# ---- design 1 ----
==> design_1/route_heat.png <==
(2 px per um) The die is cut into 38 by 38 equal tiles; dark blue is low, red is high, scaled to the fullest tile. Values are wire area over tile area, all layers added.
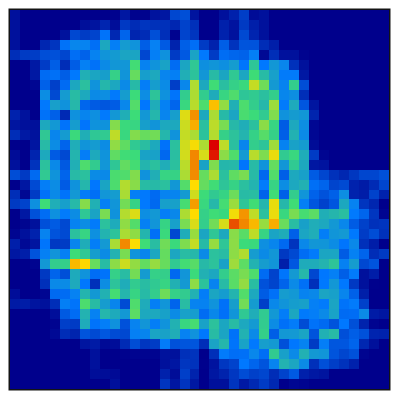

--- config.mk ---
export PLATFORM = sky130hd
export DESIGN_NAME = reptile_core_p_flat
export DESIGN_NICKNAME = d
export VERILOG_FILES = /design/src/rtl/reptile_mem_if.sv /design/src/rtl/reptile_core_p.sv /design/src/flat_wrapper.sv
export SDC_FILE = /design/constraint.sdc
export NUM_CORES = 1
export LEC_CHECK = 0
export CORE_MARGIN = 1.5
export CORE_UTILIZATION = 42
export DETAILED_ROUTE_END_ITERATION = 8
export GPL_TIMING_DRIVEN = 1
export PLACE_DENSITY = 0.68
export REMOVE_ABC_BUFFERS = 1
export SLEW_MARGIN = 20
export SYNTH_ARGS = -nofsm -noshare
export SYNTH_HDL_FRONTEND = slang
export SYNTH_SLANG_ARGS = --single-unit
--- constraint.sdc ---
create_clock -name clk -period 9.6 [get_ports clk]
set_input_delay 1.92 -clock clk [delete_from_list [all_inputs] [get_ports clk]]
set_output_delay 1.92 -clock clk [all_outputs]
set_load 0.005 [all_outputs]
--- src/rtl/reptile_mem_if.sv ---
// Shared instruction/data memory port of the Reptile core: one address,
// read data with a ready handshake, and write data with a write strobe.
interface reptile_mem_if #(
  parameter int DATA_W = 16,
  parameter int ADDR_W = 12
);
  logic [DATA_W-1:0] data_in;
  logic              mem_ready;
  logic [DATA_W-1:0] data_out;
  logic [ADDR_W-1:0] address;
  logic              memwt;

  modport master (input data_in, mem_ready, output data_out, address, memwt);
  modport slave  (output data_in, mem_ready, input data_out, address, memwt);
endinterface

--- src/rtl/reptile_core_p.sv ---
// Parametrised multi-cycle Reptile CPU: 8 registers, Z/C flags, relative
// jumps, CALL/RET through a small hardware return stack, HALT on stack faults.
module reptile_core_p #(
  parameter int          DATA_W      = 16,
  parameter int          ADDR_W      = 12,
  parameter int          STACK_DEPTH = 4,
  parameter int unsigned RESET_PC    = 0
) (
  input  logic              clk,
  input  logic              rst,
  reptile_mem_if.master     mem,
  output logic [DATA_W-1:0] reg0,
  output logic              halted,
  output logic              stack_err
);
  localparam int SP_W = $clog2(STACK_DEPTH) + 1;

  typedef enum logic [3:0] {
    S_FETCH, S_LDI, S_LD, S_ST, S_JMP, S_CALL, S_RET, S_ALU, S_HALT
  } state_t;

  state_t            state_reg, state_next;
  logic [ADDR_W-1:0] pc_reg, pc_next;
  logic [11:0]       ir_reg, ir_next;
  logic              z_reg, z_next, c_reg, c_next;
  logic [SP_W-1:0]   sp_reg, sp_next, sp_dec;
  logic              err_reg, err_next;
  logic [DATA_W-1:0] rf [8];
  logic [ADDR_W-1:0] stack_mem [STACK_DEPTH];

  logic              rf_we, push_en;
  logic [DATA_W-1:0] rf_wdata;
  logic [DATA_W-1:0] op_a, op_b, alu_res;
  logic [DATA_W:0]   alu_wide;
  logic              alu_c_upd;
  logic [ADDR_W-1:0] off;

  assign op_a   = rf[ir_reg[8:6]];
  assign op_b   = rf[ir_reg[5:3]];
  assign off    = ADDR_W'(signed'(ir_reg));
  assign sp_dec = sp_reg - SP_W'(1);

  assign mem.address  = (state_reg == S_LD || state_reg == S_ST) ? ADDR_W'(op_b) : pc_reg;
  assign mem.memwt    = (state_reg == S_ST);
  assign mem.data_out = op_a;
  assign reg0         = rf[0];
  assign halted       = (state_reg == S_HALT);
  assign stack_err    = err_reg;

  // Bit DATA_W of alu_wide carries the carry/borrow/shifted-out bit.
  always_comb begin
    alu_wide  = '0;
    alu_c_upd = 1'b0;
    case (ir_reg[11:9])
      3'd0: begin alu_wide = {1'b0, op_a} + {1'b0, op_b}; alu_c_upd = 1'b1; end
      3'd1: begin alu_wide = {1'b0, op_a} - {1'b0, op_b}; alu_c_upd = 1'b1; end
      3'd2: alu_wide = {1'b0, op_a & op_b};
      3'd3: alu_wide = {1'b0, op_a | op_b};
      3'd4: alu_wide = {1'b0, op_a ^ op_b};
      3'd5: begin
        case (ir_reg[8:6])
          3'd0: alu_wide = {1'b0, ~op_b};
          3'd1: alu_wide = {1'b0, op_b};
          3'd2: begin alu_wide = {1'b0, op_b} + (DATA_W+1)'(1); alu_c_upd = 1'b1; end
          3'd3: begin alu_wide = {1'b0, op_b} - (DATA_W+1)'(1); alu_c_upd = 1'b1; end
          default: alu_wide = '0;
        endcase
      end
      3'd6: begin alu_wide = {op_b, 1'b0}; alu_c_upd = 1'b1; end
      default: begin alu_wide = {op_b[0], 1'b0, op_b[DATA_W-1:1]}; alu_c_upd = 1'b1; end
    endcase
  end
  assign alu_res = alu_wide[DATA_W-1:0];

  always_comb begin
    state_next = state_reg;
    pc_next    = pc_reg;
    ir_next    = ir_reg;
    z_next     = z_reg;
    c_next     = c_reg;
    sp_next    = sp_reg;
    err_next   = err_reg;
    rf_we      = 1'b0;
    rf_wdata   = mem.data_in;
    push_en    = 1'b0;
    case (state_reg)
      S_FETCH: if (mem.mem_ready) begin
        ir_next = mem.data_in[11:0];
        pc_next = pc_reg + ADDR_W'(1);
        case (mem.data_in[15:12])
          4'd1: state_next = S_LDI;
          4'd2: state_next = S_LD;
          4'd3: state_next = S_ST;
          4'd4: state_next = z_reg ? S_JMP : S_FETCH;
          4'd9: state_next = c_reg ? S_JMP : S_FETCH;
          4'd5: state_next = S_JMP;
          4'd6: state_next = S_CALL;
          4'd8: state_next = S_RET;
          4'd7: state_next = S_ALU;
          default: state_next = S_FETCH;
        endcase
      end
      S_LDI: if (mem.mem_ready) begin
        rf_we      = 1'b1;
        pc_next    = pc_reg + ADDR_W'(1);
        state_next = S_FETCH;
      end
      S_LD: if (mem.mem_ready) begin
        rf_we      = 1'b1;
        state_next = S_FETCH;
      end
      S_ST: if (mem.mem_ready) state_next = S_FETCH;
      S_JMP: begin
        pc_next    = pc_reg + off;
        state_next = S_FETCH;
      end
      S_CALL: begin
        if (sp_reg < SP_W'(STACK_DEPTH)) begin
          push_en    = 1'b1;
          sp_next    = sp_reg + SP_W'(1);
          pc_next    = pc_reg + off;
          state_next = S_FETCH;
        end else begin
          err_next   = 1'b1;
          state_next = S_HALT;
        end
      end
      S_RET: begin
        if (sp_reg != '0) begin
          pc_next    = stack_mem[sp_dec[SP_W-2:0]];
          sp_next    = sp_dec;
          state_next = S_FETCH;
        end else begin
          err_next   = 1'b1;
          state_next = S_HALT;
        end
      end
      S_ALU: begin
        rf_we      = 1'b1;
        rf_wdata   = alu_res;
        z_next     = (alu_res == '0);
        c_next     = alu_c_upd ? alu_wide[DATA_W] : c_reg;
        state_next = S_FETCH;
      end
      default: state_next = S_HALT;
    endcase
  end

  always_ff @(posedge clk) begin
    if (rst) begin
      state_reg <= S_FETCH;
      pc_reg    <= ADDR_W'(RESET_PC);
      ir_reg    <= '0;
      z_reg     <= 1'b0;
      c_reg     <= 1'b0;
      sp_reg    <= '0;
      err_reg   <= 1'b0;
      for (int i = 0; i < 8; i++) rf[i] <= '0;
    end else begin
      state_reg <= state_next;
      pc_reg    <= pc_next;
      ir_reg    <= ir_next;
      z_reg     <= z_next;
      c_reg     <= c_next;
      sp_reg    <= sp_next;
      err_reg   <= err_next;
      if (rf_we) rf[ir_reg[2:0]] <= rf_wdata;
    end
  end

  // Return stack is plain storage; only SP needs clearing on reset.
  always_ff @(posedge clk) begin
    if (push_en) stack_mem[sp_reg[SP_W-2:0]] <= pc_reg;
  end
endmodule
--- src/flat_wrapper.sv ---
// flat-port wrapper written by rule: the top's interface ports become plain ports
module reptile_core_p_flat 
#(
  parameter int          DATA_W      = 16,
  parameter int          ADDR_W      = 12,
  parameter int          STACK_DEPTH = 4,
  parameter int unsigned RESET_PC    = 0
)
  (clk, rst, reg0, halted, stack_err, mem_data_in, mem_mem_ready, mem_data_out, mem_address, mem_memwt);
  reptile_mem_if #(.DATA_W(DATA_W), .ADDR_W(ADDR_W)) mem_i ();
  input  logic clk;
  input  logic rst;
  output logic [DATA_W-1:0] reg0;
  output logic halted;
  output logic stack_err;
  input wire logic [$bits(mem_i.data_in)-1:0] mem_data_in;
  input wire logic [$bits(mem_i.mem_ready)-1:0] mem_mem_ready;
  output wire logic [$bits(mem_i.data_out)-1:0] mem_data_out;
  output wire logic [$bits(mem_i.address)-1:0] mem_address;
  output wire logic [$bits(mem_i.memwt)-1:0] mem_memwt;
  assign mem_i.data_in = mem_data_in;
  assign mem_i.mem_ready = mem_mem_ready;
  assign mem_data_out = mem_i.data_out;
  assign mem_address = mem_i.address;
  assign mem_memwt = mem_i.memwt;
  reptile_core_p #(.DATA_W(DATA_W), .ADDR_W(ADDR_W), .STACK_DEPTH(STACK_DEPTH), .RESET_PC(RESET_PC)) u_core (.clk(clk), .rst(rst), .mem(mem_i), .reg0(reg0), .halted(halted), .stack_err(stack_err));
endmodule
# ---- design 2 ----
[config.mk]
export PLATFORM = sky130hd
export DESIGN_NAME = tmds_timing_ctrl
export DESIGN_NICKNAME = d
export VERILOG_FILES = /design/src/rtl/tmds_pkg.sv /design/src/rtl/video_raster_cnt.sv /design/src/rtl/tmds_timing_ctrl.sv
export SDC_FILE = /design/constraint.sdc
export NUM_CORES = 1
export LEC_CHECK = 0
export ABC_AREA = 1
export CAP_MARGIN = 20
export CORE_ASPECT_RATIO = 0.5
export CORE_UTILIZATION = 35
export CTS_BUF_LIST = sky130_fd_sc_hd__clkbuf_8
export DETAILED_ROUTE_END_ITERATION = 12
export HOLD_SLACK_MARGIN = 0.12
export PLACE_DENSITY = 0.53
export SLEW_MARGIN = 10
export SYNTH_ARGS = -nofsm -noshare
export SYNTH_HDL_FRONTEND = slang
export SYNTH_HIERARCHICAL = 1
export SYNTH_SLANG_ARGS = --single-unit
export TNS_END_PERCENT = 1
[constraint.sdc]
create_clock -name clk -period 1.9 [get_ports clk]
set_input_delay 0.38 -clock clk [delete_from_list [all_inputs] [get_ports clk]]
set_output_delay 0.38 -clock clk [all_outputs]
set_load 0.005 [all_outputs]
[src/rtl/tmds_pkg.sv]
// Shared encodings for the TMDS lane control path.
package tmds_pkg;

  localparam int unsigned CHAR_BITS = 10;

  localparam logic [1:0] BLANK_SEL_VIDEO = 2'b00;
  localparam logic [1:0] BLANK_SEL_CTRL  = 2'b01;
  localparam logic [1:0] BLANK_SEL_GUARD = 2'b10;

endpackage

[src/rtl/video_raster_cnt.sv]
// Horizontal/vertical raster counters; registers region, hsync and vsync for the slot
// that starts after each advance.
module video_raster_cnt
  import tmds_pkg::*;
#(
  parameter int unsigned H_ACTIVE  = 640,
  parameter int unsigned H_FRONT   = 16,
  parameter int unsigned H_SYNC    = 96,
  parameter int unsigned H_BACK    = 48,
  parameter int unsigned V_ACTIVE  = 480,
  parameter int unsigned V_FRONT   = 10,
  parameter int unsigned V_SYNC    = 2,
  parameter int unsigned V_BACK    = 33,
  parameter int unsigned GUARD_LEN = 2
) (
  input  logic       clk,
  input  logic       n_rst,
  input  logic       adv,
  output logic [1:0] blank_sel,
  output logic       hsync,
  output logic       vsync,
  output logic       next_video_c,
  output logic       origin_c
);

  localparam int unsigned H_TOT = H_ACTIVE + H_FRONT + H_SYNC + H_BACK;
  localparam int unsigned V_TOT = V_ACTIVE + V_FRONT + V_SYNC + V_BACK;
  localparam int unsigned H_W   = $clog2(H_TOT);
  localparam int unsigned V_W   = $clog2(V_TOT);

  localparam logic [H_W-1:0] H_LAST   = H_W'(H_TOT - 1);
  localparam logic [H_W-1:0] H_ACT    = H_W'(H_ACTIVE);
  localparam logic [H_W-1:0] H_GRD    = H_W'(H_TOT - GUARD_LEN);
  localparam logic [H_W-1:0] HS_BEG   = H_W'(H_ACTIVE + H_FRONT);
  localparam logic [H_W-1:0] HS_END   = H_W'(H_ACTIVE + H_FRONT + H_SYNC);
  localparam logic [V_W-1:0] V_LAST   = V_W'(V_TOT - 1);
  localparam logic [V_W-1:0] V_ACT    = V_W'(V_ACTIVE);
  localparam logic [V_W-1:0] V_ACT_M1 = V_W'(V_ACTIVE - 1);
  localparam logic [V_W-1:0] VS_BEG   = V_W'(V_ACTIVE + V_FRONT);
  localparam logic [V_W-1:0] VS_END   = V_W'(V_ACTIVE + V_FRONT + V_SYNC);

  logic [H_W-1:0] h_q, h_d, h_nxt;
  logic [V_W-1:0] v_q, v_d, v_nxt;
  logic [1:0]     blank_sel_q, blank_sel_d, region_nxt;
  logic           hsync_q, hsync_d;
  logic           vsync_q, vsync_d;

  // Guard band precedes any line whose successor is active, including the frame wrap.
  function automatic logic [1:0] region(input logic [H_W-1:0] h, input logic [V_W-1:0] v);
    if (h < H_ACT && v < V_ACT)
      return BLANK_SEL_VIDEO;
    else if (h >= H_GRD && (v < V_ACT_M1 || v == V_LAST))
      return BLANK_SEL_GUARD;
    else
      return BLANK_SEL_CTRL;
  endfunction

  always_comb begin
    h_d         = h_q;
    v_d         = v_q;
    blank_sel_d = blank_sel_q;
    hsync_d     = hsync_q;
    vsync_d     = vsync_q;
    h_nxt       = (h_q == H_LAST) ? '0 : h_q + 1'b1;
    v_nxt       = v_q;
    if (h_q == H_LAST) v_nxt = (v_q == V_LAST) ? '0 : v_q + 1'b1;
    region_nxt  = region(h_nxt, v_nxt);
    if (adv) begin
      h_d         = h_nxt;
      v_d         = v_nxt;
      blank_sel_d = region_nxt;
      hsync_d     = (h_nxt >= HS_BEG) && (h_nxt < HS_END);
      vsync_d     = (v_nxt >= VS_BEG) && (v_nxt < VS_END);
    end
  end

  always_ff @(posedge clk or negedge n_rst) begin
    if (!n_rst) begin
      h_q         <= '0;
      v_q         <= '0;
      blank_sel_q <= BLANK_SEL_CTRL;
      hsync_q     <= 1'b0;
      vsync_q     <= 1'b0;
    end else begin
      h_q         <= h_d;
      v_q         <= v_d;
      blank_sel_q <= blank_sel_d;
      hsync_q     <= hsync_d;
      vsync_q     <= vsync_d;
    end
  end

  assign blank_sel    = blank_sel_q;
  assign hsync        = hsync_q;
  assign vsync        = vsync_q;
  assign next_video_c = (region_nxt == BLANK_SEL_VIDEO);
  assign origin_c     = (h_q == '0) && (v_q == '0);

endmodule

[src/rtl/tmds_timing_ctrl.sv]
// Per-lane TMDS control: splits the bit clock into 10-bit character slots and decodes
// the encoder load strobes, shift-register ping-pong and raster outputs.
module tmds_timing_ctrl
  import tmds_pkg::*;
#(
  parameter int unsigned H_ACTIVE  = 640,
  parameter int unsigned H_FRONT   = 16,
  parameter int unsigned H_SYNC    = 96,
  parameter int unsigned H_BACK    = 48,
  parameter int unsigned V_ACTIVE  = 480,
  parameter int unsigned V_FRONT   = 10,
  parameter int unsigned V_SYNC    = 2,
  parameter int unsigned V_BACK    = 33,
  parameter int unsigned GUARD_LEN = 2
) (
  input  logic       clk,
  input  logic       n_rst,
  input  logic       en,
  output logic       pixel_req,
  output logic       hsync,
  output logic       vsync,
  output logic       frame_start,
  output logic [1:0] blank_sel,
  output logic       D1_load,
  output logic       D2_load,
  output logic       S1_load,
  output logic       S2_load,
  output logic       SR0_load,
  output logic       SR1_load,
  output logic       out_sel
);

  localparam int unsigned       BIT_W    = $clog2(CHAR_BITS);
  localparam logic [BIT_W-1:0]  BIT_LAST = BIT_W'(CHAR_BITS - 1);
  localparam logic [BIT_W-1:0]  BIT_REQ  = BIT_W'(CHAR_BITS - 2);

  logic [BIT_W-1:0] bit_cnt_q, bit_cnt_d;
  logic             ping_q, ping_d;
  logic             out_sel_q, out_sel_d;
  logic             wrap_c;
  logic             next_video_c;
  logic             origin_c;

  assign wrap_c = en && (bit_cnt_q == BIT_LAST);

  always_comb begin
    bit_cnt_d = bit_cnt_q;
    ping_d    = ping_q;
    out_sel_d = out_sel_q;
    if (en) bit_cnt_d = wrap_c ? '0 : bit_cnt_q + 1'b1;
    // Serialise from the register just loaded; the other one becomes the next load target.
    if (wrap_c) begin
      out_sel_d = ping_q;
      ping_d    = ~ping_q;
    end
  end

  always_ff @(posedge clk or negedge n_rst) begin
    if (!n_rst) begin
      bit_cnt_q <= '0;
      ping_q    <= 1'b0;
      out_sel_q <= 1'b0;
    end else begin
      bit_cnt_q <= bit_cnt_d;
      ping_q    <= ping_d;
      out_sel_q <= out_sel_d;
    end
  end

  video_raster_cnt #(
    .H_ACTIVE (H_ACTIVE),
    .H_FRONT  (H_FRONT),
    .H_SYNC   (H_SYNC),
    .H_BACK   (H_BACK),
    .V_ACTIVE (V_ACTIVE),
    .V_FRONT  (V_FRONT),
    .V_SYNC   (V_SYNC),
    .V_BACK   (V_BACK),
    .GUARD_LEN(GUARD_LEN)
  ) u_raster (
    .clk         (clk),
    .n_rst       (n_rst),
    .adv         (wrap_c),
    .blank_sel   (blank_sel),
    .hsync       (hsync),
    .vsync       (vsync),
    .next_video_c(next_video_c),
    .origin_c    (origin_c)
  );

  // Moore strobe decode of the slot position, gated by en.
  always_comb begin
    D1_load     = en && (bit_cnt_q == BIT_W'(0));
    D2_load     = en && (bit_cnt_q == BIT_W'(1));
    S1_load     = en && (bit_cnt_q == BIT_W'(2));
    S2_load     = en && (bit_cnt_q == BIT_W'(3));
    SR0_load    = wrap_c && !ping_q;
    SR1_load    = wrap_c && ping_q;
    pixel_req   = en && (bit_cnt_q == BIT_REQ) && next_video_c;
    frame_start = en && (bit_cnt_q == BIT_W'(0)) && origin_c;
  end

  assign out_sel = out_sel_q;

endmodule
# ---- design 3 ----
===== config.mk =====
export PLATFORM = sky130hd
export DESIGN_NAME = pll_spi_master
export DESIGN_NICKNAME = d
export VERILOG_FILES = /design/src/rtl/pll_spi_master.sv
export SDC_FILE = /design/constraint.sdc
export NUM_CORES = 1
export LEC_CHECK = 0
export CORE_MARGIN = 2
export CORE_UTILIZATION = 60
export CTS_CLUSTER_SIZE = 8
export DETAILED_ROUTE_END_ITERATION = 12
export GPL_TIMING_DRIVEN = 0
export PLACE_DENSITY = 0.93
export SKIP_CTS_REPAIR_TIMING = 1
export SLEW_MARGIN = 15
export SYNTH_ARGS = -nofsm -noshare
export SYNTH_HDL_FRONTEND = slang
export SYNTH_SLANG_ARGS = --single-unit

===== constraint.sdc =====
create_clock -name CLK -period 3.5 [get_ports CLK]
set_input_delay 0.525 -clock CLK [delete_from_list [all_inputs] [get_ports CLK]]
set_output_delay 0.525 -clock CLK [all_outputs]
set_load 0.1 [all_outputs]

===== src/rtl/pll_spi_master.sv =====
// SPI master that programs the PLL enable/trim registers with one start-triggered write frame.
// Optional PLL_SPI_READBACK_EN adds a read frame whose returned data bytes are compared (err).
module pll_spi_master #(
  parameter int unsigned CLK_DIV  = 4,
  parameter logic [7:0]  PLL_ADDR = 8'h08
) (
  input  logic       CLK,
  input  logic       RST,
  input  logic       start,
  input  logic       cfg_bias_ena,
  input  logic       cfg_cp_ena,
  input  logic       cfg_vco_ena,
  input  logic [3:0] cfg_trim,
  input  logic       SDO,
  output logic       CSB,
  output logic       SCK,
  output logic       SDI,
  output logic       busy,
  output logic       done,
  output logic       err
);

  localparam logic [7:0] HP_RELOAD = 8'(CLK_DIV - 1);

  typedef enum logic [3:0] {
    IDLE,
    SETUP,
    SHIFT,
    HOLD,
    GAP,
`ifdef PLL_SPI_READBACK_EN
    RD_SETUP,
    RD_SHIFT,
    RD_HOLD,
    RD_GAP,
`endif
    DONE
  } state_t;

  state_t      state_q, state_d;
  logic [7:0]  hp_q, hp_d;
  logic [5:0]  bit_q, bit_d;
  logic [31:0] sh_q, sh_d;
  logic        csb_q, csb_d;
  logic        sck_q, sck_d;
  logic        sdi_q, sdi_d;
  logic        busy_q, busy_d;
  logic        done_q, done_d;
  logic        hp_zero, in_shift, in_frame;
`ifdef PLL_SPI_READBACK_EN
  logic [15:0] data_q, data_d;
  logic [15:0] rd_q, rd_d;
  logic        err_q, err_d;
`endif

  always_comb begin
    state_d = state_q;
    hp_d    = hp_q;
    bit_d   = bit_q;
    sh_d    = sh_q;
    csb_d   = csb_q;
    sck_d   = sck_q;
    sdi_d   = sdi_q;
    busy_d  = busy_q;
    done_d  = 1'b0;
`ifdef PLL_SPI_READBACK_EN
    data_d  = data_q;
    rd_d    = rd_q;
    err_d   = err_q;
    in_shift = (state_q == SHIFT) || (state_q == RD_SHIFT);
`else
    in_shift = (state_q == SHIFT);
`endif
    hp_zero  = (hp_q == 8'd0);
    in_frame = (state_q != IDLE) && (state_q != DONE);

    // every timed phase lasts CLK_DIV cycles; reload instead of wrapping
    if (in_frame) hp_d = hp_zero ? HP_RELOAD : hp_q - 8'd1;

    unique case (state_q)
      IDLE: if (start) begin
        state_d = SETUP;
        hp_d    = HP_RELOAD;
        sh_d    = {8'h80, PLL_ADDR, 5'b0, cfg_bias_ena, cfg_cp_ena, cfg_vco_ena, 4'b0, cfg_trim};
        csb_d   = 1'b0;
        sdi_d   = sh_d[31];
        busy_d  = 1'b1;
`ifdef PLL_SPI_READBACK_EN
        data_d  = sh_d[15:0];
        err_d   = 1'b0;
`endif
      end
      SETUP: if (hp_zero) begin
        state_d = SHIFT;
        sck_d   = 1'b1;
        bit_d   = 6'd31;
      end
      SHIFT: if (hp_zero && !sck_q && bit_q == 6'd0) state_d = HOLD;
      HOLD: if (hp_zero) begin
        state_d = GAP;
        csb_d   = 1'b1;
        sdi_d   = 1'b0;
      end
      GAP: if (hp_zero) begin
`ifdef PLL_SPI_READBACK_EN
        state_d = RD_SETUP;
        sh_d    = {8'h40, PLL_ADDR, 16'h0000};
        csb_d   = 1'b0;
        sdi_d   = sh_d[31];
`else
        state_d = DONE;
        busy_d  = 1'b0;
        done_d  = 1'b1;
`endif
      end
`ifdef PLL_SPI_READBACK_EN
      RD_SETUP: if (hp_zero) begin
        state_d = RD_SHIFT;
        sck_d   = 1'b1;
        bit_d   = 6'd31;
        rd_d    = {rd_q[14:0], SDO};
      end
      RD_SHIFT: if (hp_zero && !sck_q && bit_q == 6'd0) state_d = RD_HOLD;
      RD_HOLD: if (hp_zero) begin
        state_d = RD_GAP;
        csb_d   = 1'b1;
        sdi_d   = 1'b0;
      end
      RD_GAP: if (hp_zero) begin
        state_d = DONE;
        busy_d  = 1'b0;
        done_d  = 1'b1;
        err_d   = (rd_q != data_q);
      end
`endif
      DONE:    state_d = IDLE;
      default: state_d = IDLE;
    endcase

    // SDI advances on the falling SCK edge so it is stable across each rising edge
    if (in_shift && hp_zero) begin
      if (sck_q) begin
        sck_d = 1'b0;
        if (bit_q != 6'd0) begin
          sh_d  = {sh_q[30:0], 1'b0};
          sdi_d = sh_q[30];
        end
      end else if (bit_q != 6'd0) begin
        sck_d = 1'b1;
        bit_d = bit_q - 6'd1;
`ifdef PLL_SPI_READBACK_EN
        if (state_q == RD_SHIFT) rd_d = {rd_q[14:0], SDO};
`endif
      end
    end
  end

  always_ff @(posedge CLK) begin
    if (!RST) begin
      state_q <= IDLE;
      hp_q    <= 8'd0;
      bit_q   <= 6'd0;
      sh_q    <= 32'd0;
      csb_q   <= 1'b1;
      sck_q   <= 1'b0;
      sdi_q   <= 1'b0;
      busy_q  <= 1'b0;
      done_q  <= 1'b0;
    end else begin
      state_q <= state_d;
      hp_q    <= hp_d;
      bit_q   <= bit_d;
      sh_q    <= sh_d;
      csb_q   <= csb_d;
      sck_q   <= sck_d;
      sdi_q   <= sdi_d;
      busy_q  <= busy_d;
      done_q  <= done_d;
    end
  end

`ifdef PLL_SPI_READBACK_EN
  always_ff @(posedge CLK) begin
    if (!RST) begin
      data_q <= 16'd0;
      rd_q   <= 16'd0;
      err_q  <= 1'b0;
    end else begin
      data_q <= data_d;
      rd_q   <= rd_d;
      err_q  <= err_d;
    end
  end

  assign err = err_q;
`else
  logic unused_sdo;
  assign unused_sdo = SDO;
  assign err        = 1'b0;
`endif

  assign CSB  = csb_q;
  assign SCK  = sck_q;
  assign SDI  = sdi_q;
  assign busy = busy_q;
  assign done = done_q;

endmodule

# ---- design 4 ----
`src/rtl/flag_fifo.sv`:
```
// rtl/flag_fifo.sv - DEPTH-entry flag queue with occupancy, full, sticky overrun and selectable full-policy
//
// Ports:
//   clk          system clock, rising edge
//   reset        asynchronous active-low reset
//   set_flag     push strobe, din captured on the rising edge
//   din          data to push
//   clr_flag     pop strobe, discards the oldest entry
//   clr_overrun  clears the sticky overrun flag
//   flag         queue non-empty
//   dout         oldest entry, valid while flag = 1
//   full         count == DEPTH
//   count        number of stored entries, 0..DEPTH
//   overrun      sticky: push while full without a simultaneous pop
module flag_fifo #(
   parameter int DATA_W    = 8,
   parameter int ADDR_W    = 2,
   parameter int OVERWRITE = 0
) (
   input  logic              clk,
   input  logic              reset,
   input  logic              set_flag,
   input  logic [DATA_W-1:0] din,
   input  logic              clr_flag,
   input  logic              clr_overrun,
   output logic              flag,
   output logic [DATA_W-1:0] dout,
   output logic              full,
   output logic [ADDR_W:0]   count,
   output logic              overrun
);

   localparam int DEPTH = 2 ** ADDR_W;
   localparam logic [ADDR_W:0] DEPTH_C = (ADDR_W + 1)'(DEPTH);

   logic [DATA_W-1:0] mem [DEPTH];
   logic [ADDR_W-1:0] wr_ptr;
   logic [ADDR_W-1:0] rd_ptr;

   logic is_empty;
   logic is_full;
   logic overflow;
   logic wr_en;
   logic rd_adv;

   always_comb begin
      is_empty = (count == '0);
      is_full  = (count == DEPTH_C);
      // A push into a full queue with no pop in the same cycle is the only
      // overflow case; a coincident pop makes room for it.
      overflow = set_flag && is_full && !clr_flag;
      // Writes go ahead unless we are in drop-new overflow.
      wr_en    = set_flag && (!overflow || (OVERWRITE != 0));
      // The read pointer advances on a real pop, or when overwrite mode
      // replaces the oldest entry so dout moves on to the next-oldest.
      rd_adv   = (clr_flag && !is_empty) || (overflow && (OVERWRITE != 0));
   end

   always_ff @(posedge clk or negedge reset) begin
      if (!reset) begin
         wr_ptr  <= '0;
         rd_ptr  <= '0;
         count   <= '0;
         overrun <= 1'b0;
         for (int i = 0; i < DEPTH; i++) begin
            mem[i] <= '0;
         end
      end else begin
         if (wr_en) begin
            mem[wr_ptr] <= din;
            wr_ptr      <= wr_ptr + 1'b1;
         end
         if (rd_adv) begin
            rd_ptr <= rd_ptr + 1'b1;
         end
         // Overwrite of a full queue sets both wr_en and rd_adv, so the
         // count holds at DEPTH, same as a simultaneous push and pop.
         case ({wr_en, rd_adv})
            2'b10:   count <= count + 1'b1;
            2'b01:   count <= count - 1'b1;
            default: count <= count;
         endcase
         // Set has priority over clear.
         if (overflow) begin
            overrun <= 1'b1;
         end else if (clr_overrun) begin
            overrun <= 1'b0;
         end
      end
   end

   assign flag = !is_empty;
   assign full = is_full;
   assign dout = mem[rd_ptr];

endmodule

```
`config.mk`:
```
export PLATFORM = sky130hd
export DESIGN_NAME = flag_fifo
export DESIGN_NICKNAME = d
export VERILOG_FILES = /design/src/rtl/flag_fifo.sv
export SDC_FILE = /design/constraint.sdc
export NUM_CORES = 1
export LEC_CHECK = 0
export ABC_AREA = 1
export CELL_PAD_IN_SITES_DETAIL_PLACEMENT = 0
export CELL_PAD_IN_SITES_GLOBAL_PLACEMENT = 1
export CORE_ASPECT_RATIO = 1.4
export CORE_MARGIN = 2
export CORE_UTILIZATION = 30
export DETAILED_ROUTE_END_ITERATION = 8
export PLACE_DENSITY = 0.68
export SLEW_MARGIN = 0
export SYNTH_ARGS = -nofsm -noshare
export SYNTH_HDL_FRONTEND = slang
export SYNTH_SLANG_ARGS = --single-unit
```
`constraint.sdc`:
```
create_clock -name clk -period 3.7 [get_ports clk]
set_input_delay 0.37 -clock clk [delete_from_list [all_inputs] [get_ports clk]]
set_output_delay 0.37 -clock clk [all_outputs]
set_load 0.005 [all_outputs]
```
==> design_3/ff_map.png <==
(8 px per um)
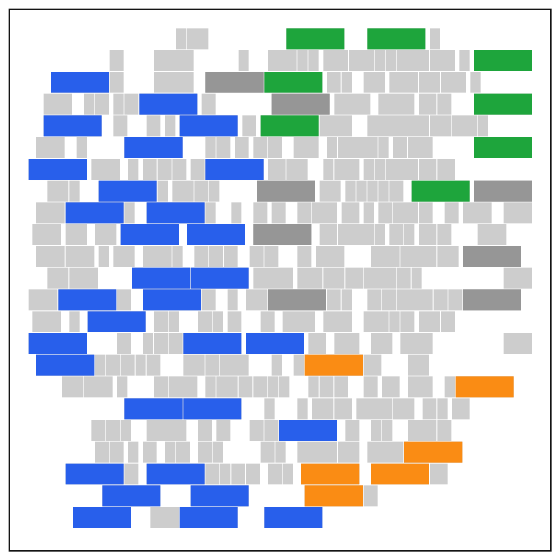
green -> hp_q  # placed flops 8
orange -> bit_q  # placed flops 6
blue -> sh_q  # placed flops 31

==> flow.log, design 3 <==
[metrics] run summary
INFO  metric syn_area_cell = 8.62 um2
INFO  metric synth_cell_types = 49
INFO  metric vias_per_inst = 6.07
INFO  metric synthDominantAreaCellType = sky130_fd_sc_hd__dfxtp_1
INFO  metric vertical_die_size = 67.5 um
INFO  metric h-tree-depth = 2
INFO  metric dominantRegCellSynth = sky130_fd_sc_hd__dfxtp_1
INFO  metric ys.warnings.count = 0
INFO  metric outcome = finished clean
INFO  metric worst-slew-pin-transition = 0.962 ns
INFO  metric top_cells_by_area = sky130_fd_sc_hd__dfxtp_1 44%, sky130_fd_sc_hd__a21oi_1 7.0%, sky130_fd_sc_hd__nand3_1 5.2%, sky130_fd_sc_hd__nand2_1 4.3%, sky130_fd_sc_hd__mux2i_1 2.9%
INFO  metric cp_slowest_cell = sky130_fd_sc_hd__clkdlybuf4s50_1
INFO  metric nets = 316
INFO  metric grt_start_max_net_pins = 15
INFO  metric number_of_global_route_vias_before_repair = 1,912
INFO  metric worst-setup-path-type = register to output pin
INFO  metric worstHoldPathType = register to register
INFO  metric enable_flop_cells = 0
INFO  metric fp.coreArea = 3940 um2
INFO  metric layout_top_cell = sky130_fd_sc_hd__dfxtp_1
INFO  metric timing.critical_path.depth = 1
INFO  metric yosys-top-cells-count = 53 x sky130_fd_sc_hd__dfxtp_1, 34 x sky130_fd_sc_hd__a21oi_1, 28 x sky130_fd_sc_hd__nand2_1, 25 x sky130_fd_sc_hd__nand3_1, 18 x sky130_fd_sc_hd__nor2_1
INFO  metric holdPathEnd = sh_q[22]
INFO  metric synth_seq_share = 43.8%
INFO  metric gr-total-overflow = 0
INFO  metric synth_flop_count = 53
## design 3: layout make-up
type,instances,share of cell area [%]
well taps,50,2.32
clock buffers,7,3.20
flip-flops and latches,53,39.3
repair buffers,13,4.82
plain buffers,22,3.89
multi-input cells,199,45.5
inverters,7,0.973
## design 3: worst reg2reg max path: cells and delay by family, from the launching register on
| family | cells | cell delay [ns] |
|---|---|---|
| AND/OR/NAND/NOR | 2 | 0.52 |
| flip-flops | 1 | 0.34 |
| AND-OR/OR-AND | 2 | 0.56 |
| buffers and inverters | 2 | 0.38 |
| adder cells (fa/ha/maj) | 1 | 0.20 |
## design 3: metal layers
layer / routed length [um] / GRT usage (%)
met2: 2580 / 42.2
met1: 2260 / 31.6
met5: 0 / 0
met3: 237 / 5.00
met4: 82 / 9.95
## design 3: flip-flops by register name, indices dropped and copies added (netlist names)
| register | count |
|---|---|
| hp_q | 8 |
| sh_q | 31 |
| state_q | 3 |
| SCK | 1 |
| done | 1 |
| SDI | 1 |
| bit_q | 6 |
| CSB | 1 |
| busy | 1 |
## design 3: stage by stage
stage	total power [mW]	instance area (um2)
floorplan	1.65	2420
global placement	1.83	2610
detailed placement	1.87	2610
CTS	2.22	2700
global route	2.36	2700
finish	2.23	2700
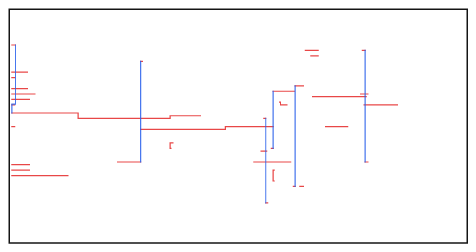
(design_2/layers.png)
(4 px per um) Two of the layers only.
blue -> M4  # wire length 132 um
red -> M3  # wire length 196 um
overall routed net length: 6700 um
total track usage: 21.5%

==> flow.log, design 2 <==
[metrics] run summary
INFO  metric outcome = finished, violations left
INFO  metric violations = negative setup slack
INFO  metric non_clock_buffer_contribution_to_total_cell_area = 26.0%
INFO  metric h-tree-depth = 2
INFO  metric fillers = 532
INFO  metric synth_adder_area_share = 4.55%
INFO  metric ff2ff_path_depth = 22
INFO  metric cts_num_sinks = 30
INFO  metric final_antenna_net_count = 0
INFO  metric ys_chip_area = 2200 um2
INFO  metric layout_setup_ws = -0.710 ns
INFO  metric synth_flop_count = 30
INFO  metric multi_input_comb_area = 1460 um2
INFO  metric p_leak = 1.66 nW
INFO  metric setup-violations-final = 9
INFO  metric grt_first_pass_wirelength = 10,900 um
INFO  metric synth.logic.top_family = simple AND/OR/NAND/NOR gates
INFO  metric nets = 444
INFO  metric worst-endpoint-required = 1.52 ns
INFO  metric final_total_pwr = 3.18 mW
INFO  metric yosysMostFrequentCell = sky130_fd_sc_hd__nand2_1
INFO  metric critPathTopFamily = simple AND/OR/NAND/NOR gates
INFO  metric clockNetworkAreaShare = 2.64%
INFO  metric yosys.area_share.aoi = 9.95%
INFO  metric timing.critical_path.from_type = register
INFO  metric clock_tree_from_tritoncts = yes
INFO  metric timing.critical_path.depth = 15
INFO  metric seq_area = 757 um2
INFO  metric number_of_global_route_vias_before_repair = 2,377
INFO  metric slew_headroom = 72.5%
[design 2: metal layers]
layer	GRT usage (%)	share of wire, %	vias to the layer above
met4	6.31	2.0	0
met5	0	0	-
li1	-	-	1256
met1	28.0	49	1125
met3	4.29	2.9	14
met2	36.8	46	46
[design 2: flip-flops by register name, indices dropped and copies added (netlist names)]
register	flops
bit_cnt_q	4
out_sel	1
ping_q	1
u_raster/blank_sel	2
u_raster/h_q	10
u_raster/hsync	1
u_raster/v_q	10
u_raster/vsync	1
[design 2: timing repair]
item	4_1_cts	5_1_grt
resized	31	35
cloned	1	0
setup endpoints to repair	12	13
buffers inserted	12	9
pin swaps	9	15
[design 2: through the flow]
stage | TNS [ns] | setup slack, ns | area [um2]
3_5_place_dp | -3.86 | -0.820 | 3000
2_1_floorplan | -0.120 | -0.120 | 2220
4_1_cts | -2.72 | -0.767 | 3260
3_3_place_gp | -3.88 | -0.831 | 3000
5_1_grt | -4.01 | -0.878 | 3460
6_report | -2.62 | -0.710 | 3460
[design 2: power by group]
part           switching, mW  internal, mW
combinational          0.816         0.825
sequential             0.171         0.808
clock                  0.274         0.287
total                   1.26          1.92
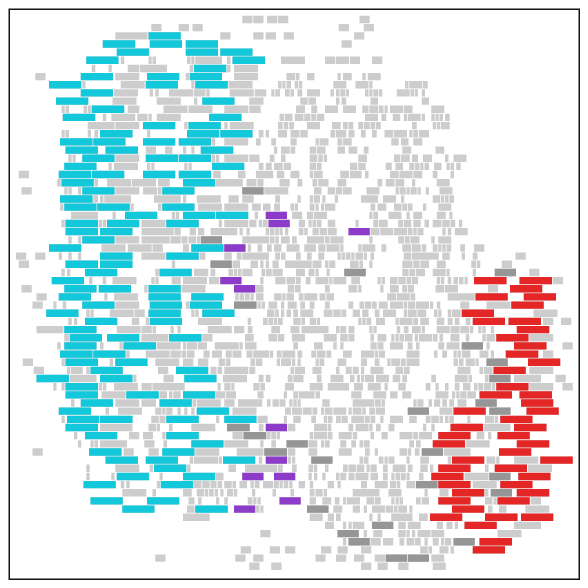
(design_1/ff_map.png)
(3 px per um)
cyan -> u_core.rf  # placed flops 128, where a column on the left
purple -> u_core.ir_reg  # placed flops 12
red -> u_core.stack_mem  # placed flops 48
not coloured = 28
Final Util: 48.2%
Sequential Power: 1.09 mW
Reg area: 6090 um2
Seq/total area: 36.8%

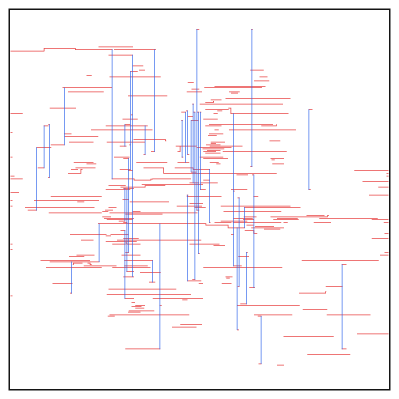
(design_1/layers.png)
(2 px per um) Two of the layers only.
blue -> M4  # wire length 1,580 um
red -> M3  # wire length 2,830 um

Notes on design_1/route_heat.png above:
fullest tile = 0.79
tiles over half the peak = 11%
emptiest ninth of the die = upper right

==> flow.log, design 1 <==
[metrics] run summary
INFO  metric io_pins = 66
INFO  metric wl_met2 = 20,800 um
INFO  metric gr-total-overflow = 0
INFO  metric final-max-slew-violation-count = 0
INFO  metric number_of_global_route_vias_before_repair = 11,300
INFO  metric io_buffer_count = 65
INFO  metric top_cells_by_area = sky130_fd_sc_hd__edfxtp_1 36%, sky130_fd_sc_hd__mux4_2 11%, sky130_fd_sc_hd__ha_1 6.8%, sky130_fd_sc_hd__nor2_1 5.5%, sky130_fd_sc_hd__dfxtp_1 5.5%
INFO  metric final_layout_size_suffix_gt1_share = 12.3%
INFO  metric synthMuxAreaShare = 15.3%
INFO  metric num_rows = 68
INFO  metric worst-slew-pin-transition = 1.09 ns
INFO  metric synthDominantAreaCellType = sky130_fd_sc_hd__edfxtp_1
INFO  metric worst_hold_slack = 0.477 ns
INFO  metric clock_tree.root_cell = sky130_fd_sc_hd__clkbuf_16
INFO  metric maxCapViolations = 0
INFO  metric yosysMostFrequentCell = sky130_fd_sc_hd__nor2_1
INFO  metric placed_cell_area = 15,700 um2
INFO  metric setup-violations-final = 0
INFO  metric outcome = finished clean
INFO  metric synth_adder_area_share = 7.18%
INFO  metric seq_pwr_share = 38.1%
INFO  metric rsz0062_at_grt = no
INFO  metric lay_top_cells = 215 x sky130_fd_sc_hd__nor2_1, 176 x sky130_fd_sc_hd__edfxtp_1, 141 x sky130_fd_sc_hd__nand2_1
INFO  metric category_of_the_worst_setup_path_capture_point = register
INFO  metric synth_seq_share = 41.7%
INFO  metric die-width = 189 um
INFO  metric chipArea = 35,900 um2
INFO  metric clk_path_buf_depth = 3
INFO  metric cts-buffers-inserted = 24
INFO  metric cp_slowest_cell = sky130_fd_sc_hd__dfxtp_2
INFO  metric cts_num_sinks = 216
-- design 1: cell type report --
type | instances | area, um2
Fill cell | 3143 | 17800
Multi-Input combinational cell | 1059 | 7970
Sequential cell | 216 | 6090
Timing Repair Buffer | 91 | 846
Clock buffer | 26 | 629
Tap cell | 455 | 569
Clock inverter | 18 | 249
Inverter | 57 | 214
-- design 1: critical path: cells and delay by family, from the launching register on --
kind                       cells  cell delay, ns
adders and majority gates      1            0.37
AOI/OAI and AO/OA              4            1.05
muxes                          3            1.33
buffers and inverters          1            0.16
xor gates and xnor gates       1            0.09
DFF                            1            0.98
and+or+nand+nor                9            1.88
-- design 1: path summary, 6_finish.rpt --
check	start	to	slack, ns	depth (start not counted)
worst min register to register	u_core.ir_reg[0]	u_core.ir_reg[0]	0.48	2
worst max-delay path	register	u_core.rf[3][14]	3.43	19
worst min-delay path	u_core.ir_reg[0]	u_core.ir_reg[0]	0.48	2
worst max register to register	register	u_core.rf[3][14]	3.43	19
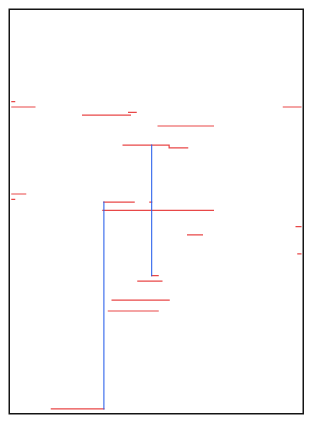
(design_4/layers.png)
(4 px per um) Two of the layers only.
red -> M3  # wire length 148 um
blue -> M4  # wire length 84.3 um
total track usage: 15.9%
vias after detailed routing: 1,716
overall routed net length: 5300 um

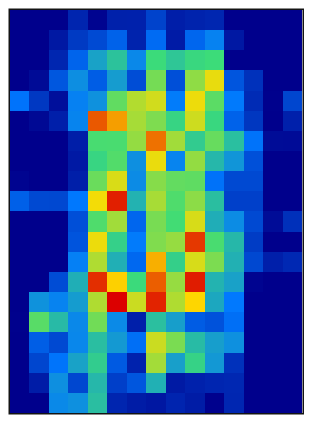
(design_4/route_heat.png)
(4 px per um) The die is cut into 15 by 20 equal tiles; dark blue is low, red is high, scaled to the fullest tile. Values are wire area over tile area, all layers added.
fullest tile = 0.43
nearly empty tiles = 28%
emptiest ninth of the die = lower right
densest ninth of the die = centre

==> flow.log, design 4 <==
[metrics] run summary
INFO  metric dp.cells = 325
INFO  metric vias_per_inst = 5.15
INFO  metric category_of_the_worst_setup_path_capture_point = output pin
INFO  metric outcome = finished clean
INFO  metric synthesis.area = 2010 um2
INFO  metric synthCells = 237
INFO  metric layout_setup_ws = 1.30 ns
INFO  metric final_antenna_net_count = 0
INFO  metric clock_insertion_delay_at_the_later_pin_of_the_skew_report = 0.29 ns
INFO  metric maxCapViolations = 0
INFO  metric yosys-top-cells-count = 74 x sky130_fd_sc_hd__nand2_1, 40 x sky130_fd_sc_hd__dfrtp_1, 32 x sky130_fd_sc_hd__nand4_1, 19 x sky130_fd_sc_hd__o21ai_0, 18 x sky130_fd_sc_hd__nor2_1
INFO  metric antenna_cells = 0
INFO  metric ff2ff_path_depth = 9
INFO  metric ys_chip_area = 2010 um2
INFO  metric h-tree-depth = 2
INFO  metric maxPowerGroup = combinational cells
INFO  metric power_density = 855 nW/um2
INFO  metric die-width = 73.1 um
==> design 4: flip-flops by register name, indices dropped and copies added, names as in the netlist <==
signal and count:
mem 32, rd_ptr 2, overrun 1, wr_ptr 2
count 3
==> design 4: cell type report <==
class,instances,area (um2)
inverters,11,41.3
flip-flops and latches,40,1000
well taps,74,92.6
multi-input cells,171,866
fillers,704,4140
clock buffers,6,72.6
repair buffers,29,278
clock inverters,2,35.0
==> design 4: critical path: stages (launching register included) <==
cell	delay [ns]
sky130_fd_sc_hd__dfrtp_1	0.53
sky130_fd_sc_hd__inv_1	0.35
sky130_fd_sc_hd__o21ai_0	0.17
sky130_fd_sc_hd__o22ai_1	0.16
sky130_fd_sc_hd__clkdlybuf4s50_1	0.53
==> design 4: how the worst min path moves through the flow <==
stage               endpoint  cells after the start  slack (ns)
detailed placement   mem[21]                      2        0.45
global route         mem[30]                      1        0.29
finish               mem[30]                      1        0.21
global placement     mem[18]                      2        0.45
CTS                  mem[30]                      1        0.24
floorplan           count[0]                      0        0.07

==> gallery <==
Port wiring.
Plate I
(6 px per um)
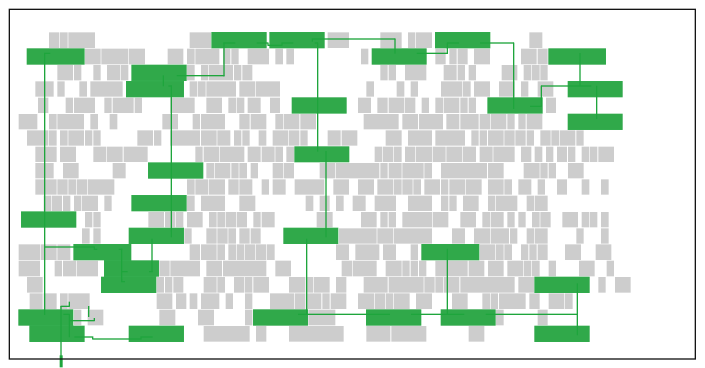
Plate II
(2 px per um)
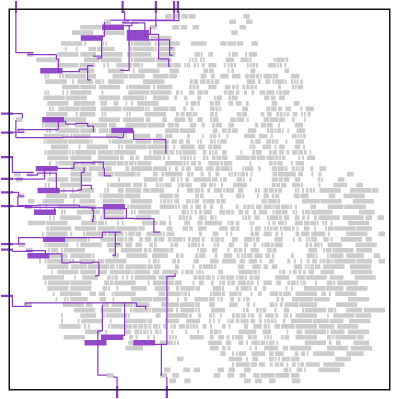
Plate III
(6 px per um)
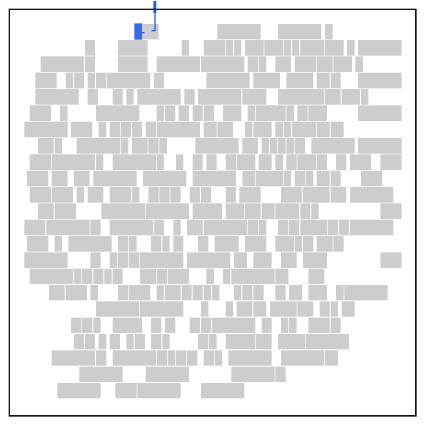
Plate IV
(4 px per um)
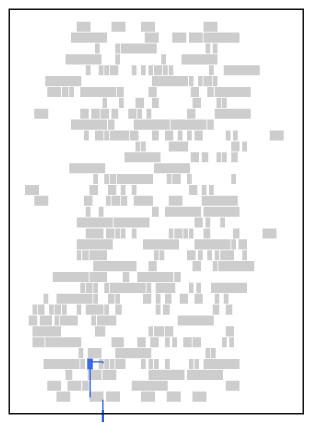
Design 3 is Plate III.
Design 1 is Plate II.
Design 4 is Plate IV.
Design 2 is Plate I.
- most cells: Plate II
- largest die: Plate II


# ---- design 5 ----
==> design_5/placed.png <==
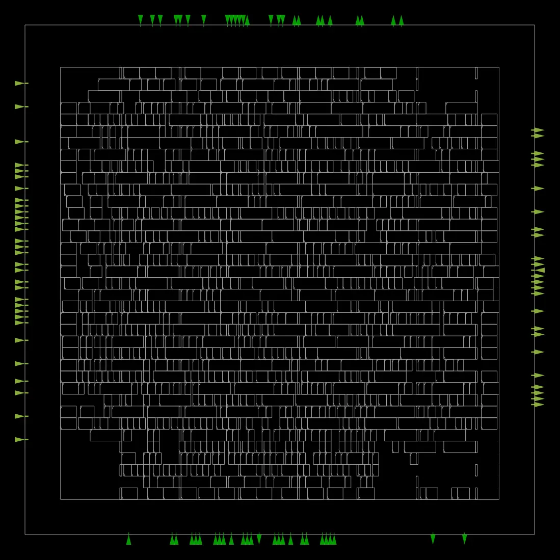
==> design_5/route_heat.png <==
(3 px per um) The die is cut into 24 by 24 equal tiles; dark blue is low, red is high, scaled to the fullest tile. Values are wire area over tile area, all layers added.
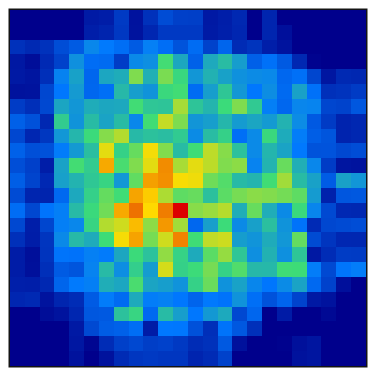
`src/rtl/serial_add_sub_pkg.sv`:
```
// serial_add_sub_pkg: shared state encoding and sizing helpers for the
// digit-serial adder/subtractor.
package serial_add_sub_pkg;

  typedef enum logic [1:0] {
    ST_IDLE = 2'b00,
    ST_RUN  = 2'b01,
    ST_DONE = 2'b10
  } state_t;

  // Counter width for n digit steps: clog2(n), never narrower than one bit.
  function automatic int cnt_width(input int n);
    if (n <= 2) return 1;
    return $clog2(n);
  endfunction

endpackage

```
`src/rtl/serial_add_sub_digit_adder.sv`:
```
// digit_adder: combinational DIGIT-bit ripple of full-adder cells.
// Besides the sum and carry-out it exposes the carry into the top bit,
// which the parent uses for signed-overflow detection.
module digit_adder #(
  parameter int DIGIT = 4
) (
  input  logic [DIGIT-1:0] x,
  input  logic [DIGIT-1:0] y,
  input  logic             ci,
  output logic [DIGIT-1:0] sum,
  output logic             co,
  output logic             c_msb
);

  logic [DIGIT:0] c;

  // Ripple the carry through one full-adder cell per bit.
  always_comb begin
    c    = '0;
    sum  = '0;
    c[0] = ci;
    for (int i = 0; i < DIGIT; i++) begin
      sum[i]   = x[i] ^ y[i] ^ c[i];
      c[i+1]   = (x[i] & y[i]) | (c[i] & (x[i] ^ y[i]));
    end
    co    = c[DIGIT];
    c_msb = c[DIGIT-1];
  end

endmodule

```
`src/rtl/serial_add_sub.sv`:
```
// serial_add_sub: digit-serial adder/subtractor, DIGIT bits per clock,
// least-significant digit first, with valid/ready on both sides.
// Optional macro SERIAL_ADD_SUB_FLAGS_EN enables the ovf and zero flags;
// without it both flags read 0 and their logic is removed.
module serial_add_sub
  import serial_add_sub_pkg::*;
#(
  parameter int WIDTH = 32,
  parameter int DIGIT = 4
) (
  input  logic             clk,
  input  logic             rst_n,
  input  logic             in_valid,
  output logic             in_ready,
  input  logic [WIDTH-1:0] a,
  input  logic [WIDTH-1:0] b,
  input  logic             sub,
  input  logic             cin,
  output logic             out_valid,
  input  logic             out_ready,
  output logic [WIDTH-1:0] s,
  output logic             cout,
  output logic             ovf,
  output logic             zero
);

  localparam int N  = WIDTH / DIGIT;
  localparam int CW = cnt_width(N);
  localparam logic [CW-1:0] LAST = CW'(N - 1);

  if ((DIGIT < 1) || ((WIDTH % DIGIT) != 0)) begin : g_bad_digit
    $error("serial_add_sub: DIGIT must divide WIDTH exactly");
  end

  state_t           state;
  state_t           state_nxt;
  logic [CW-1:0]    cnt;
  logic [WIDTH-1:0] a_sr;
  logic [WIDTH-1:0] b_sr;
  logic [WIDTH-1:0] acc;
  logic [WIDTH-1:0] acc_next;
  logic             carry_reg;
  logic [DIGIT-1:0] d_sum;
  logic             d_co;
  logic             d_cmsb;
  logic             accept;
  logic             last_step;

  digit_adder #(.DIGIT(DIGIT)) u_digit_adder (
    .x     (a_sr[DIGIT-1:0]),
    .y     (b_sr[DIGIT-1:0]),
    .ci    (carry_reg),
    .sum   (d_sum),
    .co    (d_co),
    .c_msb (d_cmsb)
  );

  assign accept    = (state == ST_IDLE) && in_valid;
  assign last_step = (state == ST_RUN) && (cnt == LAST);
  assign in_ready  = (state == ST_IDLE);
  assign out_valid = (state == ST_DONE);

  // The new digit enters at the top; after N steps the word is aligned.
  assign acc_next = WIDTH'({d_sum, acc} >> DIGIT);

  // State register.
  always_ff @(posedge clk) begin
    if (!rst_n) state <= ST_IDLE;
    else        state <= state_nxt;
  end

  // Next-state logic: IDLE -> RUN on accept, RUN -> DONE after N steps, DONE -> IDLE on handshake.
  always_comb begin
    state_nxt = state;
    case (state)
      ST_IDLE: if (in_valid)  state_nxt = ST_RUN;
      ST_RUN:  if (cnt == LAST) state_nxt = ST_DONE;
      ST_DONE: if (out_ready) state_nxt = ST_IDLE;
      default: state_nxt = ST_IDLE;
    endcase
  end

  // Operand capture and digit-serial datapath; subtraction folds into B inversion and carry.
  always_ff @(posedge clk) begin
    if (!rst_n) begin
      a_sr      <= '0;
      b_sr      <= '0;
      acc       <= '0;
      carry_reg <= 1'b0;
      cnt       <= '0;
    end else if (accept) begin
      a_sr      <= a;
      b_sr      <= b ^ {WIDTH{sub}};
      carry_reg <= cin ^ sub;
      cnt       <= '0;
    end else if (state == ST_RUN) begin
      a_sr      <= a_sr >> DIGIT;
      b_sr      <= b_sr >> DIGIT;
      acc       <= acc_next;
      carry_reg <= d_co;
      cnt       <= cnt + 1'b1;
    end
  end

  // Result and carry-out registers load only on the final digit step.
  always_ff @(posedge clk) begin
    if (!rst_n) begin
      s    <= '0;
      cout <= 1'b0;
    end else if (last_step) begin
      s    <= acc_next;
      cout <= d_co;
    end
  end

`ifdef SERIAL_ADD_SUB_FLAGS_EN
  // Status flags, taken from the final digit step alongside the result.
  always_ff @(posedge clk) begin
    if (!rst_n) begin
      ovf  <= 1'b0;
      zero <= 1'b0;
    end else if (last_step) begin
      ovf  <= d_co ^ d_cmsb;
      zero <= (acc_next == '0);
    end
  end
`else
  logic unused_c_msb;
  assign unused_c_msb = d_cmsb;
  assign ovf  = 1'b0;
  assign zero = 1'b0;
`endif

endmodule

```
`config.mk`:
```
export PLATFORM = sky130hd
export DESIGN_NAME = serial_add_sub
export DESIGN_NICKNAME = d
export VERILOG_FILES = /design/src/rtl/serial_add_sub_pkg.sv /design/src/rtl/serial_add_sub_digit_adder.sv /design/src/rtl/serial_add_sub.sv
export SDC_FILE = /design/constraint.sdc
export NUM_CORES = 1
export LEC_CHECK = 0
export ABC_AREA = 1
export CORE_MARGIN = 8
export CORE_UTILIZATION = 57
export CTS_CLUSTER_DIAMETER = 30
export DETAILED_ROUTE_END_ITERATION = 12
export GPL_TIMING_DRIVEN = 0
export PLACE_DENSITY = 0.86
export SLEW_MARGIN = 0
export SYNTH_ARGS = -nofsm -noshare
export SYNTH_HDL_FRONTEND = slang
export SYNTH_SLANG_ARGS = --single-unit
```
`constraint.sdc`:
```
create_clock -name clk -period 3.7 [get_ports clk]
set_input_delay 0.37 -clock clk [delete_from_list [all_inputs] [get_ports clk]]
set_output_delay 0.37 -clock clk [all_outputs]
set_load 0.05 [all_outputs]
```
==> flow.log <==
[metrics] run summary
INFO  metric grt_first_pass_wirelength = 27,000 um
INFO  metric synthesis.area = 6010 um2
INFO  metric power_density = 474 nW/um2
INFO  metric worstHoldPathType = input pin to register
INFO  metric cts-buffers-inserted = 17
INFO  metric num_rows = 37
INFO  metric synthDominantCellAreaShare = 43.7%
INFO  metric final_period_minus_worst_setup_slack = 2.90 ns
INFO  metric syn_area_cell = 6.67 um2
INFO  metric worst-endpoint-required = 3.33 ns
INFO  metric dominantRegCellSynth = sky130_fd_sc_hd__dfxtp_1
INFO  metric worstPathArrival = 2.53 ns
INFO  metric clk_pin_slew = 0.06 ns
INFO  metric pre_cts_ws = 1.41 ns
INFO  metric worst_setup_path_startpoint = state[1]
INFO  metric tns = 0 ns
INFO  metric holdBufCountCts = 0
INFO  metric antenna_found_initial = 0
INFO  metric area_growth_syn_to_layout = 29.8%
INFO  metric lay_top_cells = 366 x sky130_fd_sc_hd__nand2_1, 131 x sky130_fd_sc_hd__dfxtp_1, 103 x sky130_fd_sc_hd__clkdlybuf4s50_1
INFO  metric synth_seq_share = 43.7%
INFO  metric openroad_warnings = 26
INFO  metric max_incr_delay_on_cp = 0.90 ns
INFO  metric clock_insertion_delay_at_the_later_pin_of_the_skew_report = 0.53 ns
INFO  metric finalWeightedCongestion = 0.843
INFO  metric reg_top3 = a_sr (32), b_sr (32), s (32)
INFO  metric maxCapViolations = 0
INFO  metric yosysMostFrequentCell = sky130_fd_sc_hd__nand2_1
INFO  metric comb_area_share = 36.4%
INFO  metric drt-initial-drc-count = 649
INFO  metric synth_flop_count = 131
INFO  metric synth-cells-yosys = 901
INFO  metric cts_num_sinks = 131
INFO  metric io_pins = 107
INFO  metric antenna_cells = 0
INFO  metric layout_top_cell = sky130_fd_sc_hd__nand2_1
INFO  metric gr-total-overflow = 0
INFO  metric holdPathEnd = b_sr[13]
INFO  metric min_delay_path_depth = 7
INFO  metric dp_hpwl = 11,200 um
INFO  metric timing.hold.worst.start = sub
INFO  metric layout.area.top_class = multi-input combinational cells
INFO  metric cp_slowest_cell = sky130_fd_sc_hd__clkdlybuf4s50_1
INFO  metric worst-slew-pin-transition = 0.584 ns
INFO  metric p_leak = 3.49 nW
INFO  metric final_antenna_net_count = 0
INFO  metric synth_cell_types = 22
INFO  metric outcome = finished clean
INFO  metric layout_setup_ws = 0.805 ns
INFO  metric vertical_die_size = 119 um
INFO  metric cts.repair.resized = 0
INFO  metric worst-r2r-setup-slack = 1.33 ns
INFO  metric ys_chip_area = 6010 um2
INFO  metric nonClockBufferCount = 169
INFO  metric timing.critical_path.from_type = register
INFO  metric io_buffer_count = 103
INFO  metric timing_hold_violations_final = 0
INFO  metric clock_tree_from_tritoncts = yes
INFO  metric firstDrtPassIters = 6
Notes on design_5/placed.png above:
fin cells: 1,173
inserted tap cell count: 136
# fillers: 771
Final Util: 75.9%
sequential cells: 131

Notes on design_5/route_heat.png above:
mean over tiles = 0.19
densest ninth of the die = centre
tiles over half the peak = 16%
average wire length per cell after detail routing: 13.7 um
total track usage: 22.8%
overall routed net length: 16,100 um
vias after detailed routing: 6,075

[logic make-up (layout without fill, tap and decap cells)]
family          count (synthesis)  in the layout  share of synthesized area, %
buf+inv                       131            266                          9.17
other cells                     1              2                        0.0624
xor+xnor                        5              5                         0.729
flops                         131            131                          43.7
simple gates                  513            513                          35.0
fa+ha+maj                       6              6                          1.75
compound gates                114            114                          9.62
[stage by stage]
stage	power, mW	hold WS, ns	cells	utilization [%]	instance area [um2]
floorplan	1.87	0.444	902	-	6010
global placement	2.03	0.449	1141	70.2	7210
detailed placement	2.04	0.452	1141	70.2	7210
CTS	3.69	0.350	1173	75.9	7800
global route	3.83	0.396	1173	75.9	7800
finish	3.70	0.345	1173	75.9	7800
[routing by layer]
layer / up-vias / GRT usage (%) / part of all wire (%)
met4: 0 / 7.75 / 2.2
met2: 241 / 39.2 / 49
met1: 2740 / 26.8 / 41
met5: - / 0 / 0
met3: 43 / 6.57 / 7.7
li1: 3051 / - / -
[where the power goes]
part / internal (mW) / leakage [nW] / switching, mW
logic: 0.200 / 2.13 / 0.282
registers: 1.50 / 1.07 / 0.0542
clock network: 0.980 / 0.280 / 0.688


==> screenshots <==
Sequential cells grouped by signal name.
picture 1
(4 px per um)
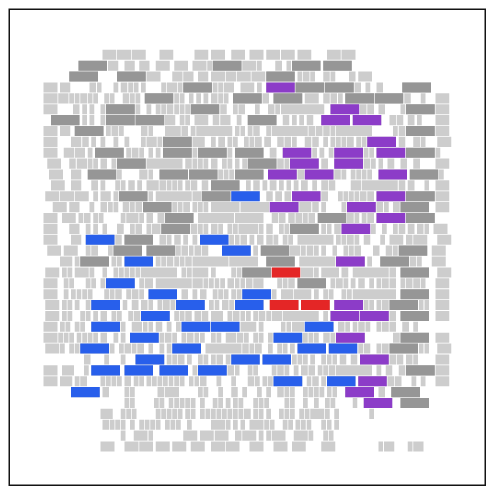
picture 2
(6 px per um)
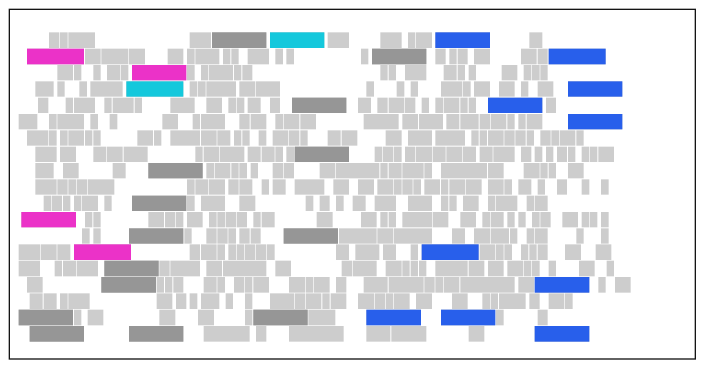
picture 3
(6 px per um)
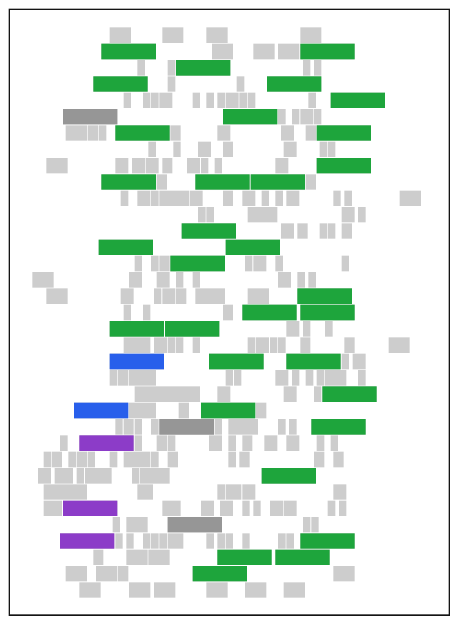
- design 5 = picture 1
- design 2 = picture 2
- design 4 = picture 3

Key to picture 3:
green -> mem  # placed flops 32
purple -> count  # placed flops 3
blue -> wr_ptr  # placed flops 2
not coloured = 3

Power figures rest on the tool's default switching activity, not on a simulated workload.
